==================== block 1
Block 1, nets reached from selected ports:
The bar under the picture is 20 um long.
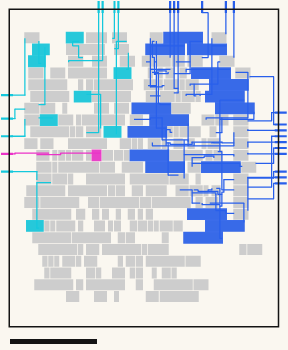
Block 1, register map, names as in the netlist:
The bar under the picture is 20 um long. Other sequential cells in the stronger gray, the rest of the logic in the fainter gray.
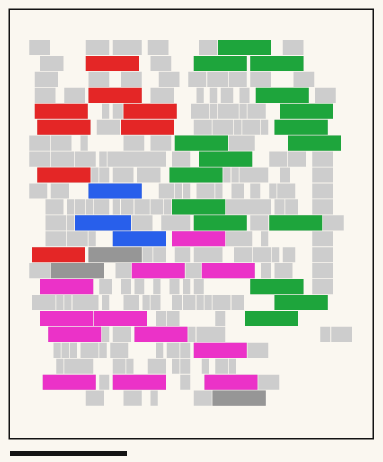
File: config.mk
export PLATFORM = sky130hd
export DESIGN_NAME = fifo_uart_drain_flat
export DESIGN_NICKNAME = d
export VERILOG_FILES = /design/src/rtl/fifo_uart_pkg.sv /design/src/rtl/fifo_uart_drain_if.sv /design/src/rtl/bit_sync.sv /design/src/rtl/fifo_uart_drain.sv /design/src/flat_wrapper.sv
export SDC_FILE = /design/constraint.sdc
export NUM_CORES = 1
export LEC_CHECK = 0
export CAP_MARGIN = 40
export CORE_ASPECT_RATIO = 1.2
export CORE_MARGIN = 3
export CORE_UTILIZATION = 49
export CTS_CLUSTER_SIZE = 10
export DETAILED_ROUTE_END_ITERATION = 16
export PLACE_DENSITY = 0.85
export SLEW_MARGIN = 5
export SYNTH_ARGS = -nofsm -noshare
export SYNTH_HDL_FRONTEND = slang
export SYNTH_HIERARCHICAL = 1
export SYNTH_SLANG_ARGS = --single-unit
File: constraint.sdc
create_clock -name clk_in -period 1.9 [get_ports clk_in]
set_clock_uncertainty 0.1 [all_clocks]
set_input_delay 0.19 -clock clk_in [delete_from_list [all_inputs] [get_ports clk_in]]
set_output_delay 0.19 -clock clk_in [all_outputs]
set_load 0.02 [all_outputs]
File: src/rtl/fifo_uart_pkg.sv
// Shared types and defaults for the FIFO-to-UART drain block.
// Latency: n/a (declarations only).
// Backpressure: n/a (declarations only).
// Contents: drain FSM state encoding, default widths/timeout, timeout-counter width helper.
package fifo_uart_pkg;

  localparam int DEF_DATA_BITS      = 8;
  localparam int DEF_COUNT_BITS     = 16;
  localparam int DEF_TIMEOUT_CYCLES = 4096;

  typedef enum logic [2:0] {
    ST_IDLE,
    ST_READ,
    ST_CAPTURE,
    ST_REQUEST,
    ST_DRAIN
  } drain_state_t;

  // Width needed to count 0 .. cycles-1; never narrower than one bit.
  function automatic int tmo_width(input int cycles);
    return (cycles > 1) ? $clog2(cycles) : 1;
  endfunction

endpackage

File: src/rtl/fifo_uart_drain_if.sv
// FIFO read port plus UART transmit port seen by the drain engine.
// Latency: n/a (wiring only).
// Backpressure: uart_tx_ready_in low holds off the engine; fifo_empty_in blocks reads.
// Ports: master = drain engine (drives fifo_rd_en, uart_tx_en, uart_tx_data_out);
//        slave  = FIFO/UART side (drives fifo_empty_in, fifo_rd_data_in, uart_tx_ready_in).
interface fifo_uart_drain_if
  import fifo_uart_pkg::*;
#(
  parameter int DATA_BITS = DEF_DATA_BITS
) ();

  logic                 fifo_empty_in;
  logic [DATA_BITS-1:0] fifo_rd_data_in;
  logic                 fifo_rd_en;
  logic                 uart_tx_ready_in;
  logic                 uart_tx_en;
  logic [DATA_BITS-1:0] uart_tx_data_out;

  modport master (
    input  fifo_empty_in,
    input  fifo_rd_data_in,
    input  uart_tx_ready_in,
    output fifo_rd_en,
    output uart_tx_en,
    output uart_tx_data_out
  );

  modport slave (
    output fifo_empty_in,
    output fifo_rd_data_in,
    output uart_tx_ready_in,
    input  fifo_rd_en,
    input  uart_tx_en,
    input  uart_tx_data_out
  );

endinterface

File: src/rtl/bit_sync.sv
// Two-flop synchronizer for a single level signal from another clock domain.
// Latency: two clk_in rising edges from d_in to q_out.
// Backpressure: none.
// Ports: clk_in, n_rst (async active-low, clears both flops), d_in, q_out.
module bit_sync (
  input  logic clk_in,
  input  logic n_rst,
  input  logic d_in,
  output logic q_out
);

  logic meta_q;

  always_ff @(posedge clk_in or negedge n_rst) begin
    if (!n_rst) begin
      meta_q <= 1'b0;
      q_out  <= 1'b0;
    end else begin
      meta_q <= d_in;
      q_out  <= meta_q;
    end
  end

endmodule

File: src/rtl/fifo_uart_drain.sv
// Pops one FIFO word at a time and hands it to a UART transmitter, counting accepted characters.
// Latency: fifo_rd_en at cycle N, data captured at N+1, uart_tx_en high from N+2 until acceptance.
// Backpressure: no new read until the synchronized UART ready is high; an unaccepted request times out.
// Ports: clk_in, n_rst (async active-low), enable_in (gates new starts), clr_err_in (clears timeout_err),
//        bus (FIFO read + UART tx handshake), busy_out, tx_count_out (wrapping), timeout_err (sticky).
module fifo_uart_drain
  import fifo_uart_pkg::*;
#(
  parameter int DATA_BITS      = DEF_DATA_BITS,
  parameter int TIMEOUT_CYCLES = DEF_TIMEOUT_CYCLES,
  parameter int COUNT_BITS     = DEF_COUNT_BITS
) (
  input  logic                  clk_in,
  input  logic                  n_rst,
  input  logic                  enable_in,
  input  logic                  clr_err_in,
  fifo_uart_drain_if.master     bus,
  output logic                  busy_out,
  output logic [COUNT_BITS-1:0] tx_count_out,
  output logic                  timeout_err
);

  localparam int            TW       = tmo_width(TIMEOUT_CYCLES);
  localparam logic [TW-1:0] TMO_LAST = TW'(TIMEOUT_CYCLES - 1);

  drain_state_t         state_q, state_d;
  logic                 ready_s;
  logic [TW-1:0]        tmo_q;
  logic [DATA_BITS-1:0] tx_data_q;
  logic                 accept;
  logic                 tmo_hit;
  logic                 rd_en;
  logic                 tx_en;

  // The UART ready comes from the divided-clock logic; never look at it raw.
  bit_sync u_ready_sync (
    .clk_in (clk_in),
    .n_rst  (n_rst),
    .d_in   (bus.uart_tx_ready_in),
    .q_out  (ready_s)
  );

  // Ready falling while we request is the UART's acceptance; it wins over a
  // timeout landing in the same cycle.
  assign accept  = (state_q == ST_REQUEST) && !ready_s;
  assign tmo_hit = (state_q == ST_REQUEST) && ready_s && (tmo_q == TMO_LAST);

  always_ff @(posedge clk_in or negedge n_rst) begin
    if (!n_rst) begin
      state_q <= ST_IDLE;
    end else begin
      state_q <= state_d;
    end
  end

  always_comb begin
    state_d = state_q;
    rd_en   = 1'b0;
    tx_en   = 1'b0;
    unique case (state_q)
      ST_IDLE: begin
        // enable_in is only consulted here, so dropping it never aborts a character.
        if (enable_in && !bus.fifo_empty_in && ready_s) state_d = ST_READ;
      end
      ST_READ: begin
        rd_en   = 1'b1;
        state_d = ST_CAPTURE;
      end
      ST_CAPTURE: begin
        state_d = ST_REQUEST;
      end
      ST_REQUEST: begin
        tx_en = 1'b1;
        if (accept)       state_d = ST_DRAIN;
        else if (tmo_hit) state_d = ST_IDLE;
      end
      ST_DRAIN: begin
        if (ready_s) state_d = ST_IDLE;
      end
      default: state_d = ST_IDLE;
    endcase
  end

  // Data path, acceptance timer, character counter and sticky error.
  always_ff @(posedge clk_in or negedge n_rst) begin
    if (!n_rst) begin
      tx_data_q    <= '0;
      tmo_q        <= '0;
      tx_count_out <= '0;
      timeout_err  <= 1'b0;
    end else begin
      if (state_q == ST_CAPTURE) tx_data_q <= bus.fifo_rd_data_in;

      if ((state_q == ST_REQUEST) && (state_d == ST_REQUEST)) tmo_q <= tmo_q + TW'(1);
      else                                                    tmo_q <= '0;

      if (accept) tx_count_out <= tx_count_out + COUNT_BITS'(1);

      if (tmo_hit)         timeout_err <= 1'b1;
      else if (clr_err_in) timeout_err <= 1'b0;
    end
  end

  assign bus.fifo_rd_en       = rd_en;
  assign bus.uart_tx_en       = tx_en;
  assign bus.uart_tx_data_out = tx_data_q;
  assign busy_out             = (state_q != ST_IDLE);

endmodule

File: src/flat_wrapper.sv
// flat-port wrapper written by rule: the top's interface ports become plain ports
module fifo_uart_drain_flat import fifo_uart_pkg::*;
#(
  parameter int DATA_BITS      = DEF_DATA_BITS,
  parameter int TIMEOUT_CYCLES = DEF_TIMEOUT_CYCLES,
  parameter int COUNT_BITS     = DEF_COUNT_BITS
)
  (clk_in, n_rst, enable_in, clr_err_in, busy_out, tx_count_out, timeout_err, bus_fifo_empty_in, bus_fifo_rd_data_in, bus_uart_tx_ready_in, bus_fifo_rd_en, bus_uart_tx_en, bus_uart_tx_data_out);
  fifo_uart_drain_if #(.DATA_BITS(DATA_BITS)) bus_i ();
  input  logic clk_in;
  input  logic n_rst;
  input  logic enable_in;
  input  logic clr_err_in;
  output logic busy_out;
  output logic [COUNT_BITS-1:0] tx_count_out;
  output logic timeout_err;
  input wire logic [$bits(bus_i.fifo_empty_in)-1:0] bus_fifo_empty_in;
  input wire logic [$bits(bus_i.fifo_rd_data_in)-1:0] bus_fifo_rd_data_in;
  input wire logic [$bits(bus_i.uart_tx_ready_in)-1:0] bus_uart_tx_ready_in;
  output wire logic [$bits(bus_i.fifo_rd_en)-1:0] bus_fifo_rd_en;
  output wire logic [$bits(bus_i.uart_tx_en)-1:0] bus_uart_tx_en;
  output wire logic [$bits(bus_i.uart_tx_data_out)-1:0] bus_uart_tx_data_out;
  assign bus_i.fifo_empty_in = bus_fifo_empty_in;
  assign bus_i.fifo_rd_data_in = bus_fifo_rd_data_in;
  assign bus_i.uart_tx_ready_in = bus_uart_tx_ready_in;
  assign bus_fifo_rd_en = bus_i.fifo_rd_en;
  assign bus_uart_tx_en = bus_i.uart_tx_en;
  assign bus_uart_tx_data_out = bus_i.uart_tx_data_out;
  fifo_uart_drain #(.DATA_BITS(DATA_BITS), .TIMEOUT_CYCLES(TIMEOUT_CYCLES), .COUNT_BITS(COUNT_BITS)) u_core (.clk_in(clk_in), .n_rst(n_rst), .enable_in(enable_in), .clr_err_in(clr_err_in), .bus(bus_i), .busy_out(busy_out), .tx_count_out(tx_count_out), .timeout_err(timeout_err));
endmodule
==> run notes <==
The following summarizes the physical implementation.

Status
The run finished with clean final reports.

Hold path
The worst-case hold path end point is u_core/u_ready_sync/meta_q.

Die
The floorplan step set the die height to roughly 73 um. From left edge to right edge, the die measures 61.9 um.

Power and ir drop
The fraction of power spent switching nets is between 30% and 40%.

Detailed routing
The total length of routed wires is 3.68 mm. The detailed-routed wire length on met2 is roughly 1.9 mm. The average detailed-routed wire length per instance is 14.6 um.

Setup path
The worst register-to-register path has a setup slack of between 0.2 and 0.25 ns. For the worst flop-to-flop path, the logic depth is 4. The category of the worst setup path launch point is a register. The end of the worst register-to-register path is u_core/tx_count_out[13]. The type of the setup path with the least slack is register to output pin.

Finish
Multi-input combinational cells in the finished layout were counted as 117. The inverter count is 3. The portion of the layout cell area used by clock cells is between 3 and 4%. The count of clock-net buffers in the final layout is 7.

Synth
By area the synthesized netlist is led by sky130_fd_sc_hd__dfrtp_1 57%, sky130_fd_sc_hd__xnor2_1 5.7%, sky130_fd_sc_hd__mux2_2 4.9%. The area reported by Yosys stat is ~1800 um^2. The portion of synthesized cell area occupied by the leading cell type is a little under three fifths.

Clocking
The total CTS buffers is 5. The quantity of hold-fixing buffers added after cts is 1. The clock passes through at most 2 buffers. The clock tree from TritonCTS is yes.

Timing
The final hold violation count recorded for this run is 0. The setup TNS after final layout is 0 ns. The smallest clock period supported by the final layout is computed as between 1.5 and 2 ns.

Global route
Global routing used between 10% and 20% of the available tracks.
Notes on 'nets reached from selected ports' of block 1 above:
[magenta] busy_out | direction: output | end cells: 1 | buffers: 1 | wire: 23.7 um
[cyan] bus_fifo_rd_data_in | direction: input | end cells: 8 | buffers: 8 | wire: 187 um
[blue] tx_count_out | direction: output | end cells: 16 | buffers: 16 | wire: 586 um
quantity of I/O buffers inserted on ports: 41
total I/O pin count: 42

Notes on 'register map, names as in the netlist' of block 1 above:
[green] u_core/tx_count_out | flops: 16
[magenta] u_core/tmo_q | flops: 12
[red] u_core/bus.uart_tx_data_out | flops: 8 | where: upper left
[blue] u_core/state_q | flops: 3
not colored: 3
fraction of the core area covered by cells at the end of the flow: 69.6%
sequential cell area share: 43.8%
Flop+latch power: 1.23 mW
Register Area: 1050 um^2

==> state kept, by name, summed over array words and instances (netlist names) <==
name / cells
u_core/bus.uart_tx_data_out: 8
u_core/state_q: 3
u_core/timeout_err: 1
u_core/tmo_q: 12
u_core/tx_count_out: 16
u_core/u_ready_sync/meta_q: 1
u_core/u_ready_sync/q_out: 1
==> cell families after synthesis <==
group | Yosys count | synth area share, %
xor+xnor | 22 | 10.5
mux | 8 | 4.91
compound gates | 10 | 2.79
buf+inv | 4 | 0.886
flops | 42 | 57.3
fa+ha+maj | 2 | 1.36
simple gates | 75 | 22.3
==> stage by stage <==
step	instances	power, mW	instance area (um^2)	setup WS (ns)	hold WS [ns]
2_1_floorplan	163	1.77	1840	0.282	-0.206
3_3_place_gp	243	2.21	2300	0.200	0.0569
3_5_place_dp	243	2.27	2300	0.152	0.0616
4_1_cts	252	2.84	2400	0.107	0.218
5_1_grt	252	2.96	2400	0.0517	0.242
6_report	252	2.80	2400	0.118	0.231
==> power by group through the flow <==
stage	sequential (mW)	clock (mW)	combinational (mW)
floorplan	1.37	0	0.402
global placement	1.22	0	0.986
detailed placement	1.24	0	1.03
CTS	1.22	0.603	1.01
global route	1.25	0.638	1.08
finish	1.23	0.581	0.998

==================== block 2
Block 2, local utilization:
The bar under the picture is 20 um long. 8 x 10 tiles, from white (low) to dark blue (high), 0 to 100% covered.
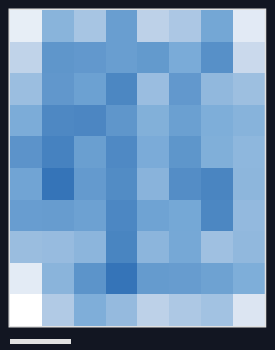
Block 2, PDN straps and rails:
The bar under the picture is 20 um long. Pins as bars on the die edge. Tap cells in gray.
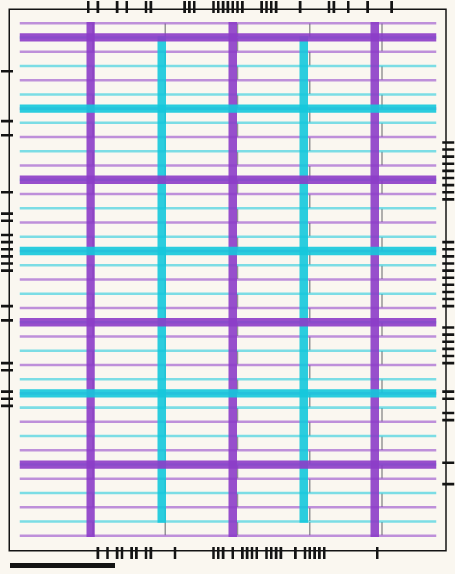
Block 2, nets reached from selected ports:
The bar under the picture is 20 um long.
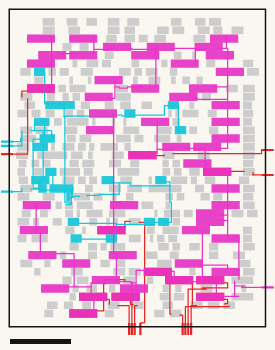
[config.mk]
export PLATFORM = sky130hd
export DESIGN_NAME = minbd_buff_eject_flat
export DESIGN_NICKNAME = d
export VERILOG_FILES = /design/src/rtl/minbd_buff_eject_if.sv /design/src/rtl/minbd_buff_eject.sv /design/src/flat_wrapper.sv
export SDC_FILE = /design/constraint.sdc
export NUM_CORES = 1
export LEC_CHECK = 0
export ABC_CLOCK_PERIOD_IN_PS = 800
export CELL_PAD_IN_SITES_DETAIL_PLACEMENT = 1
export CELL_PAD_IN_SITES_GLOBAL_PLACEMENT = 1
export CORE_ASPECT_RATIO = 1.25
export CORE_MARGIN = 1.5
export CORE_UTILIZATION = 28
export DETAILED_ROUTE_END_ITERATION = 12
export GPL_TIMING_DRIVEN = 1
export PLACE_DENSITY_LB_ADDON = 0.05
export SETUP_SLACK_MARGIN = 0.05
export SYNTH_ARGS = -nofsm -noshare
export SYNTH_HDL_FRONTEND = slang
export SYNTH_SLANG_ARGS = --single-unit
[constraint.sdc]
create_clock -name clk -period 0.8 [get_ports clk]
set_clock_uncertainty 0.2 [all_clocks]
set_input_delay 0.24 -clock clk [delete_from_list [all_inputs] [get_ports clk]]
set_output_delay 0.24 -clock clk [all_outputs]
set_load 0.02 [all_outputs]
[src/rtl/minbd_buff_eject_if.sv]
// Link-side bundle of the MinBD side-buffer ejection stage: four lane flits and
// the ejection select in, four registered lanes and the side-buffer write out.
interface minbd_buff_eject_if #(
    parameter int unsigned FLIT_W = 11
);
    logic [FLIT_W-1:0] northad;
    logic [FLIT_W-1:0] southad;
    logic [FLIT_W-1:0] eastad;
    logic [FLIT_W-1:0] westad;
    logic [2:0]        cthulhu;

    logic [FLIT_W-1:0] nad;
    logic [FLIT_W-1:0] sad;
    logic [FLIT_W-1:0] ead;
    logic [FLIT_W-1:0] wad;
    logic [FLIT_W-1:0] sbuff;

    // Upstream side: link registers plus the ejection controller
    modport master (
        output northad, southad, eastad, westad, cthulhu,
        input  nad, sad, ead, wad, sbuff
    );

    // Ejection stage itself
    modport slave (
        input  northad, southad, eastad, westad, cthulhu,
        output nad, sad, ead, wad, sbuff
    );
endinterface

[src/rtl/minbd_buff_eject.sv]
// MinBD side-buffer ejection stage: optionally diverts one valid flit per cycle
// into the side buffer and passes the remaining lanes through, one register stage.
module minbd_buff_eject #(
    parameter int unsigned FLIT_W = 11
) (
    input  logic                clk,
    input  logic                rst_n,
    minbd_buff_eject_if.slave   bus
);
    localparam int unsigned N_LANES = 4;
    localparam int unsigned IDX_W   = 2;
    localparam int unsigned VLD_BIT = FLIT_W - 1;

    // Lane indices match the productive-direction encoding of the flit header
    localparam logic [IDX_W-1:0] LANE_E = 2'd0;
    localparam logic [IDX_W-1:0] LANE_W = 2'd1;
    localparam logic [IDX_W-1:0] LANE_N = 2'd2;
    localparam logic [IDX_W-1:0] LANE_S = 2'd3;

    localparam logic [2:0] SEL_NONE = 3'd0;
    localparam logic [2:0] SEL_E    = 3'd1;
    localparam logic [2:0] SEL_W    = 3'd2;
    localparam logic [2:0] SEL_N    = 3'd3;
    localparam logic [2:0] SEL_S    = 3'd4;
    localparam logic [2:0] SEL_AUTO = 3'd5;

    logic [FLIT_W-1:0] lane_in_c [N_LANES];
    logic [FLIT_W-1:0] lane_d    [N_LANES];
    logic [FLIT_W-1:0] lane_q    [N_LANES];
    logic [FLIT_W-1:0] sbuff_d;
    logic [FLIT_W-1:0] sbuff_q;

    logic              cand_en_c;
    logic [IDX_W-1:0]  cand_idx_c;
    logic              eject_c;

    always_comb begin
        lane_in_c[LANE_E] = bus.eastad;
        lane_in_c[LANE_W] = bus.westad;
        lane_in_c[LANE_N] = bus.northad;
        lane_in_c[LANE_S] = bus.southad;
    end

    // Candidate decode; auto mode picks the first valid lane E > W > N > S
    always_comb begin
        cand_en_c  = 1'b0;
        cand_idx_c = LANE_E;
        case (bus.cthulhu)
            SEL_E: begin
                cand_en_c  = 1'b1;
                cand_idx_c = LANE_E;
            end
            SEL_W: begin
                cand_en_c  = 1'b1;
                cand_idx_c = LANE_W;
            end
            SEL_N: begin
                cand_en_c  = 1'b1;
                cand_idx_c = LANE_N;
            end
            SEL_S: begin
                cand_en_c  = 1'b1;
                cand_idx_c = LANE_S;
            end
            SEL_AUTO: begin
                cand_en_c = 1'b1;
                if (lane_in_c[LANE_E][VLD_BIT]) begin
                    cand_idx_c = LANE_E;
                end else if (lane_in_c[LANE_W][VLD_BIT]) begin
                    cand_idx_c = LANE_W;
                end else if (lane_in_c[LANE_N][VLD_BIT]) begin
                    cand_idx_c = LANE_N;
                end else begin
                    cand_idx_c = LANE_S;
                end
            end
            SEL_NONE: cand_en_c = 1'b0;
            default:  cand_en_c = 1'b0;
        endcase
    end

    assign eject_c = cand_en_c & lane_in_c[cand_idx_c][VLD_BIT];

    // Ejected lane is emptied; every other lane passes through positionally
    always_comb begin
        sbuff_d = '0;
        for (int unsigned i = 0; i < N_LANES; i++) begin
            lane_d[i] = lane_in_c[i];
        end
        if (eject_c) begin
            sbuff_d            = lane_in_c[cand_idx_c];
            lane_d[cand_idx_c] = '0;
        end
    end

    always_ff @(posedge clk or negedge rst_n) begin
        if (!rst_n) begin
            for (int unsigned i = 0; i < N_LANES; i++) begin
                lane_q[i] <= '0;
            end
            sbuff_q <= '0;
        end else begin
            for (int unsigned i = 0; i < N_LANES; i++) begin
                lane_q[i] <= lane_d[i];
            end
            sbuff_q <= sbuff_d;
        end
    end

    assign bus.ead   = lane_q[LANE_E];
    assign bus.wad   = lane_q[LANE_W];
    assign bus.nad   = lane_q[LANE_N];
    assign bus.sad   = lane_q[LANE_S];
    assign bus.sbuff = sbuff_q;

endmodule

[src/flat_wrapper.sv]
// flat-port wrapper written by rule: the top's interface ports become plain ports
module minbd_buff_eject_flat 
#(
    parameter int unsigned FLIT_W = 11
)
  (clk, rst_n, bus_northad, bus_southad, bus_eastad, bus_westad, bus_cthulhu, bus_nad, bus_sad, bus_ead, bus_wad, bus_sbuff);
  minbd_buff_eject_if #(.FLIT_W(FLIT_W)) bus_i ();
  input  logic clk;
  input  logic rst_n;
  input wire logic [$bits(bus_i.northad)-1:0] bus_northad;
  input wire logic [$bits(bus_i.southad)-1:0] bus_southad;
  input wire logic [$bits(bus_i.eastad)-1:0] bus_eastad;
  input wire logic [$bits(bus_i.westad)-1:0] bus_westad;
  input wire logic [$bits(bus_i.cthulhu)-1:0] bus_cthulhu;
  output wire logic [$bits(bus_i.nad)-1:0] bus_nad;
  output wire logic [$bits(bus_i.sad)-1:0] bus_sad;
  output wire logic [$bits(bus_i.ead)-1:0] bus_ead;
  output wire logic [$bits(bus_i.wad)-1:0] bus_wad;
  output wire logic [$bits(bus_i.sbuff)-1:0] bus_sbuff;
  assign bus_i.northad = bus_northad;
  assign bus_i.southad = bus_southad;
  assign bus_i.eastad = bus_eastad;
  assign bus_i.westad = bus_westad;
  assign bus_i.cthulhu = bus_cthulhu;
  assign bus_nad = bus_i.nad;
  assign bus_sad = bus_i.sad;
  assign bus_ead = bus_i.ead;
  assign bus_wad = bus_i.wad;
  assign bus_sbuff = bus_i.sbuff;
  minbd_buff_eject #(.FLIT_W(FLIT_W)) u_core (.clk(clk), .rst_n(rst_n), .bus(bus_i));
endmodule
==> run notes <==
The following summarizes the physical implementation.

Status
The run finished, with violations left. The checks that failed: negative hold slack, negative setup slack.

Setup path
Following the worst setup path forward leads to its endpoint at u_core.bus.nad[1]. The cell occurring most often along the worst timing path is sky130_fd_sc_hd__buf_6.

Timing
For reference, the final report shows the hold violation count at about 55. The final setup slack of the worst path is -0.512 ns. The post-route worst hold slack is -0.301 ns.

The total of endpoints with negative setup slack in the final report is between 100 and 150.

Clocking
Once the clock tree was built, the setup fixing pass inserted 7 buffers.

Synth
Yosys reported a register bit count of around 55. Counting every net in the synthesized netlist gives about 240. The chip area line in the Yosys stat output reads ~2200 um^2.

Detailed routing
The DRC marker count from the first detailed-route iteration is about 67.

Finish
The area used by sequential logic in the layout is approximately 1400 um^2.

Place
The final RePlAce weighted congestion is 0.756. The HPWL reported at the end of detailed placement is 5.69 mm.

Hold path
The most critical min-delay path falls under primary input to asynchronous set/reset pin.
Notes on 'local utilization' of block 2 above:
fullest tile: 72%
emptiest ninth of the die: lower left
mean over tiles: 48%
nearly empty tiles: 1.3%
fraction of the core area covered by cells at the end of the flow: 54.2%
initial core utilization: 28.8%
core area: 7790 um^2

Notes on 'PDN straps and rails' of block 2 above:
[purple] VSS
[cyan] VDD
signal pins: 104
met4 straps: 5
rows: 36
met1 rails: 37
die height: 103 um
Horiz. Die Dim: 83.1 um

Notes on 'nets reached from selected ports' of block 2 above:
[magenta] rst_n | direction: input | end cells: 55 | buffers: 3 | wire: 455 um
[red] bus_wad | direction: output | end cells: 11 | buffers: 11 | wire: 265 um
[cyan] bus_cthulhu | direction: input | end cells: 20 | buffers: 6 | wire: 316 um
total I/O pin count: 104
quantity of I/O buffers inserted on ports: 103

-- Yosys cell counts, types with 3 or more instances --
cell                       instances
sky130_fd_sc_hd__a21oi_1          10
sky130_fd_sc_hd__a22oi_1           7
sky130_fd_sc_hd__nand2_1           6
sky130_fd_sc_hd__mux2i_1          11
sky130_fd_sc_hd__dfrtp_1          55
sky130_fd_sc_hd__clkbuf_1          3
sky130_fd_sc_hd__a22o_1            3
sky130_fd_sc_hd__a221oi_1         10
sky130_fd_sc_hd__buf_2             4
sky130_fd_sc_hd__and2_1           45
sky130_fd_sc_hd__nor2_1           11
-- area by class of cell --
type                            count  area share [%]
Clock buffer                        6            1.96
Clock inverter                      2           0.830
Inverter                            2           0.178
Multi-Input combinational cell    120            25.3
Sequential cell                    55            32.6
Tap cell                           95            2.82
Timing Repair Buffer              149            36.3
-- where the power goes --
group          internal, mW  total, mW  switching [mW]  leakage, nW
Clock                  1.01       1.90           0.889       0.0612
Combinational          1.03       1.88           0.844         1.23
Sequential             2.97       3.06          0.0955        0.667
-- layer usage --
layer	track usage (%)	wire length [um]	vias up
met2	36.0	4380	59
met1	22.6	3210	1017
met3	2.48	272	9
li1	-	-	934
met5	0	0	-
met4	6.92	110	0

==================== block 3
Block 3, nets reached from selected ports:
The bar under the picture is 20 um long.
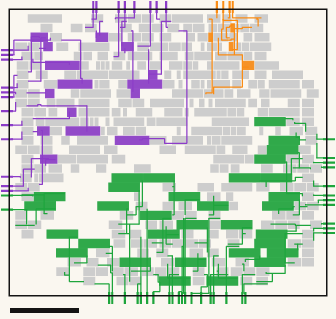
$ cat config.mk
export PLATFORM = sky130hd
export DESIGN_NAME = regfile_read_arbiter
export DESIGN_NICKNAME = d
export VERILOG_FILES = /design/src/rtl/regfile_read_arbiter.sv
export SDC_FILE = /design/constraint.sdc
export NUM_CORES = 1
export LEC_CHECK = 0
export CAP_MARGIN = 20
export CORE_ASPECT_RATIO = 0.9
export CORE_UTILIZATION = 37
export CTS_CLUSTER_DIAMETER = 60
export DETAILED_ROUTE_END_ITERATION = 12
export GPL_TIMING_DRIVEN = 1
export MAX_ROUTING_LAYER = met4
export PLACE_DENSITY = 0.87
export SLEW_MARGIN = 30
export SYNTH_ARGS = -nofsm -noshare
export SYNTH_HDL_FRONTEND = slang
export SYNTH_SLANG_ARGS = --single-unit
$ cat constraint.sdc
create_clock -name clk -period 2.15 [get_ports clk]
set_input_delay 0.645 -clock clk [delete_from_list [all_inputs] [get_ports clk]]
set_output_delay 0.645 -clock clk [all_outputs]
set_load 0.03 [all_outputs]
$ cat src/rtl/regfile_read_arbiter.sv
`default_nettype none
// ============================================================================
// Module   : regfile_read_arbiter
// Brief    : Shares one register-file read port among four requesters.
//            Round-robin arbitration; each access reads one register, or a
//            pair of registers, on back-to-back cycles, and returns the
//            words through a registered result port.
// Revision : 1.0 - initial release
// ============================================================================
module regfile_read_arbiter (
    input  logic        clk,
    input  logic        reset,
    input  logic [3:0]  req,
    input  logic [3:0]  pair,
    input  logic [19:0] addr_a,
    input  logic [19:0] addr_b,
    output logic [3:0]  gnt,
    output logic [4:0]  rf_sel,
    input  logic [31:0] rf_data,
    output logic [31:0] rd_data,
    output logic [3:0]  rd_valid,
    output logic        rd_last,
    output logic        busy
);

    localparam int         c_NUM_REQ = 4;
    localparam int         c_AW      = 5;

    localparam logic [1:0] c_IDLE    = 2'd0;
    localparam logic [1:0] c_RD_A    = 2'd1;
    localparam logic [1:0] c_RD_B    = 2'd2;

    // Latched access context
    logic [1:0] r_state;
    logic [1:0] r_win;
    logic [1:0] r_last_win;
    logic [4:0] r_addr_a;
    logic [4:0] r_addr_b;
    logic       r_pair;

    // Unpacked per-requester register indices
    logic [4:0] w_addr_a [c_NUM_REQ];
    logic [4:0] w_addr_b [c_NUM_REQ];

    logic [3:0] w_win_oh;
    logic [3:0] w_mask;
    logic [3:0] w_elig;
    logic       w_in_a;
    logic       w_in_b;
    logic       w_final;
    logic       w_arb;
    logic       w_found;
    logic [1:0] w_pick;
    logic [1:0] w_idx;

    for (genvar g = 0; g < c_NUM_REQ; g++) begin : g_unpack
        assign w_addr_a[g] = addr_a[g*c_AW +: c_AW];
        assign w_addr_b[g] = addr_b[g*c_AW +: c_AW];
    end

    assign w_in_a   = (r_state == c_RD_A);
    assign w_in_b   = (r_state == c_RD_B);
    assign w_win_oh = 4'b0001 << r_win;

    // The read port frees up after a single read, or after the second word
    // of a pair; a new winner can then start with no idle cycle in between.
    assign w_final  = (w_in_a && !r_pair) || w_in_b;
    assign w_arb    = (r_state == c_IDLE) || w_final;

    // The current winner sits out the edge that ends its first read cycle,
    // so a requester holding req cannot immediately re-win the port.
    assign w_mask   = w_in_a ? w_win_oh : 4'd0;
    assign w_elig   = req & ~w_mask;

    // Round-robin pick: scan upward starting one past the previous winner.
    always_comb begin
        w_found = 1'b0;
        w_pick  = 2'd0;
        w_idx   = 2'd0;
        for (int i = 0; i < c_NUM_REQ; i++) begin
            w_idx = r_last_win + 2'(i + 1);
            if (!w_found && w_elig[w_idx]) begin
                w_found = 1'b1;
                w_pick  = w_idx;
            end
        end
    end

    // Outputs decoded purely from registered state; all zero while idle.
    assign gnt    = w_in_a ? w_win_oh : 4'd0;
    assign rf_sel = w_in_a ? r_addr_a : (w_in_b ? r_addr_b : 5'd0);
    assign busy   = (r_state != c_IDLE);

    // Sequencer: arbitrate whenever the port frees up and latch the winner.
    always_ff @(posedge clk or posedge reset) begin
        if (reset) begin
            r_state    <= c_IDLE;
            r_win      <= 2'd0;
            r_last_win <= 2'd3;
            r_addr_a   <= 5'd0;
            r_addr_b   <= 5'd0;
            r_pair     <= 1'b0;
        end else if (w_arb) begin
            if (w_found) begin
                r_state    <= c_RD_A;
                r_win      <= w_pick;
                r_last_win <= w_pick;
                r_addr_a   <= w_addr_a[w_pick];
                r_addr_b   <= w_addr_b[w_pick];
                r_pair     <= pair[w_pick];
            end else begin
                r_state    <= c_IDLE;
            end
        end else if (w_in_a) begin
            r_state <= c_RD_B;
        end else begin
            r_state <= c_IDLE;
        end
    end

    // Result capture: register the mux output at the end of every read cycle.
    always_ff @(posedge clk or posedge reset) begin
        if (reset) begin
            rd_data  <= 32'd0;
            rd_valid <= 4'd0;
            rd_last  <= 1'b0;
        end else if (w_in_a || w_in_b) begin
            rd_data  <= rf_data;
            rd_valid <= w_win_oh;
            rd_last  <= w_in_b | ~r_pair;
        end else begin
            rd_valid <= 4'd0;
            rd_last  <= 1'b0;
        end
    end

endmodule
`default_nettype wire

==> run notes <==
The following summarizes the physical implementation.

Finish
The area occupied by multi-input gates is about 1400 um^2. The final design was reported to hold multi-input combinational gates totalling 135. The tally of filler cells in the layout is around 520. The most common logic cells in the final layout are 118 x sky130_fd_sc_hd__clkdlybuf4s50_1, 52 x sky130_fd_sc_hd__dfrtp_1, 32 x sky130_fd_sc_hd__mux2_2, 21 x sky130_fd_sc_hd__buf_4.

Timing
Setup violations remaining at the end of the flow were counted as 19. Setup repair after global routing could not meet its margin everywhere. The final setup slack of the worst path is -0.149 ns.

Per the final report, max-transition violations number 0. The worst slew margin relative to its limit is between 60% and 70%. The post-route worst hold slack is approximately 0.51 ns.

Detailed routing
The highest metal layer with signal wires is met4. The average detailed-routed wire length per instance is about 16 um.

Power and ir drop
The total clock network power is 0.691 mW. The worst VDD IR drop from the latest analysis is 0.000682 V.

Setup path
For reference, the most critical setup path is categorized as register to register. The number of buffers and inverters on the critical path is 3. The cell family contributing the most delay on the critical path is simple AND/OR/NAND/NOR gates.

Clocking
The clock transition time at the flip-flop clock pins of the worst setup and hold paths is roughly 0.10 ns. The cell at the root of the clock tree is sky130_fd_sc_hd__clkbuf_8. TritonCTS reports the number of clock sinks as 54.

Hold path
The class of the worst hold path is register to register. The hold path depth is 1.

Global route
The first-pass GRT wire length is 10.8 mm. Entering global routing, the biggest net connects roughly 55 pins.

Synth
The number of enable-type register cells in the synthesized netlist is 0. The share of synthesized cell area in and, or, nand and nor gates is slightly above 7%. The net count of the mapped netlist is approximately 300. Ranked by instance count, the synthesized netlist is headed by 52 x sky130_fd_sc_hd__dfrtp_1, 32 x sky130_fd_sc_hd__mux2_2, 13 x sky130_fd_sc_hd__nor2_1.

The synthesized netlist cell count is roughly 220. Once synthesis finished, the tally of register bits stood at 54.

Status
The final reports fail on negative setup slack. The flow ran to the end, but the final reports show violations.

Die
The core outline area is a little over 7000 um^2. The inserted tap cell count is about 93.

Place
The cell area after placement is 4200 um^2.
## Picture notes: 'nets reached from selected ports' of block 3
[green] rd_data | direction: output | end cells: 32 | buffers: 32 | wire: 707 um
[purple] addr_a | direction: input | end cells: 15 | buffers: 20 | wire: 392 um
[orange] gnt | direction: output | end cells: 4 | buffers: 5 | wire: 123 um
total I/O pin count: 129
quantity of I/O buffers inserted on ports: 128

cells by family (layout without fill, tap and decap cells):
| kind of cell | after synthesis | count (layout) |
|---|---|---|
| flip-flops | 54 | 54 |
| AND-OR/OR-AND | 50 | 50 |
| multiplexers | 44 | 44 |
| AND/OR/NAND/NOR | 37 | 37 |
| buffers and inverters | 27 | 178 |
| adder cells (fa/ha/maj) | 4 | 4 |
worst register-to-register path: cells and delay by family (launching register included):
kind            cells  cell delay (ns)
compound gates      1             0.32
fa+ha+maj           1             0.14
buf+inv             3             0.39
flops               1             0.40
simple gates        5             0.94
repair_timing:
action / CTS / global route
gates resized: 22 / 38
buffers inserted: 1 / 2
pin swaps: 4 / 13
cloned: 0 / 2
hold buffers: 0 / 0
endpoints found under the setup margin: 18 / 22
metal layers:
layer  GRT usage, %  vias up
met1           21.8     1147
met2           32.4       93
met5              -        -
met3           4.40       13
li1               -     1088
met4           6.72        0
flip-flops by register name, summed over array words and instances, names as in the netlist:
register	flops
r_win	2
rd_data	32
r_pair	1
r_last_win	2
rd_valid	4
rd_last	1
r_addr_a	5
r_state	2
r_addr_b	5


==> layout pictures side by side <==
Cell outlines without signal wires.
image #1
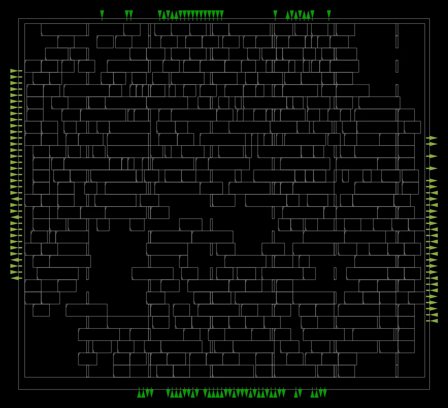
image #2
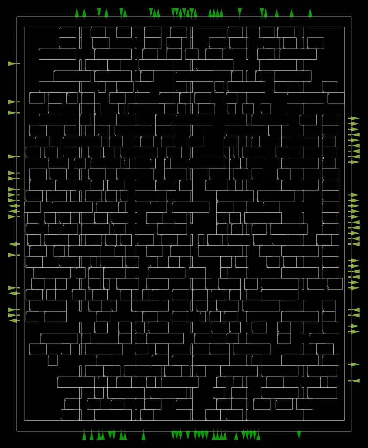
image #3
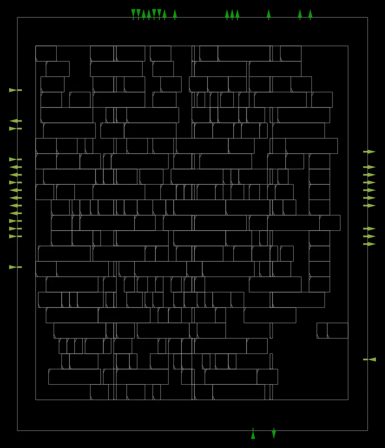
- image #2 = block 2
- image #3 = block 1
- image #1 = block 3
The one with the fewest cells is image #3.

Power figures rest on the tool's default switching activity, not on a simulated workload.
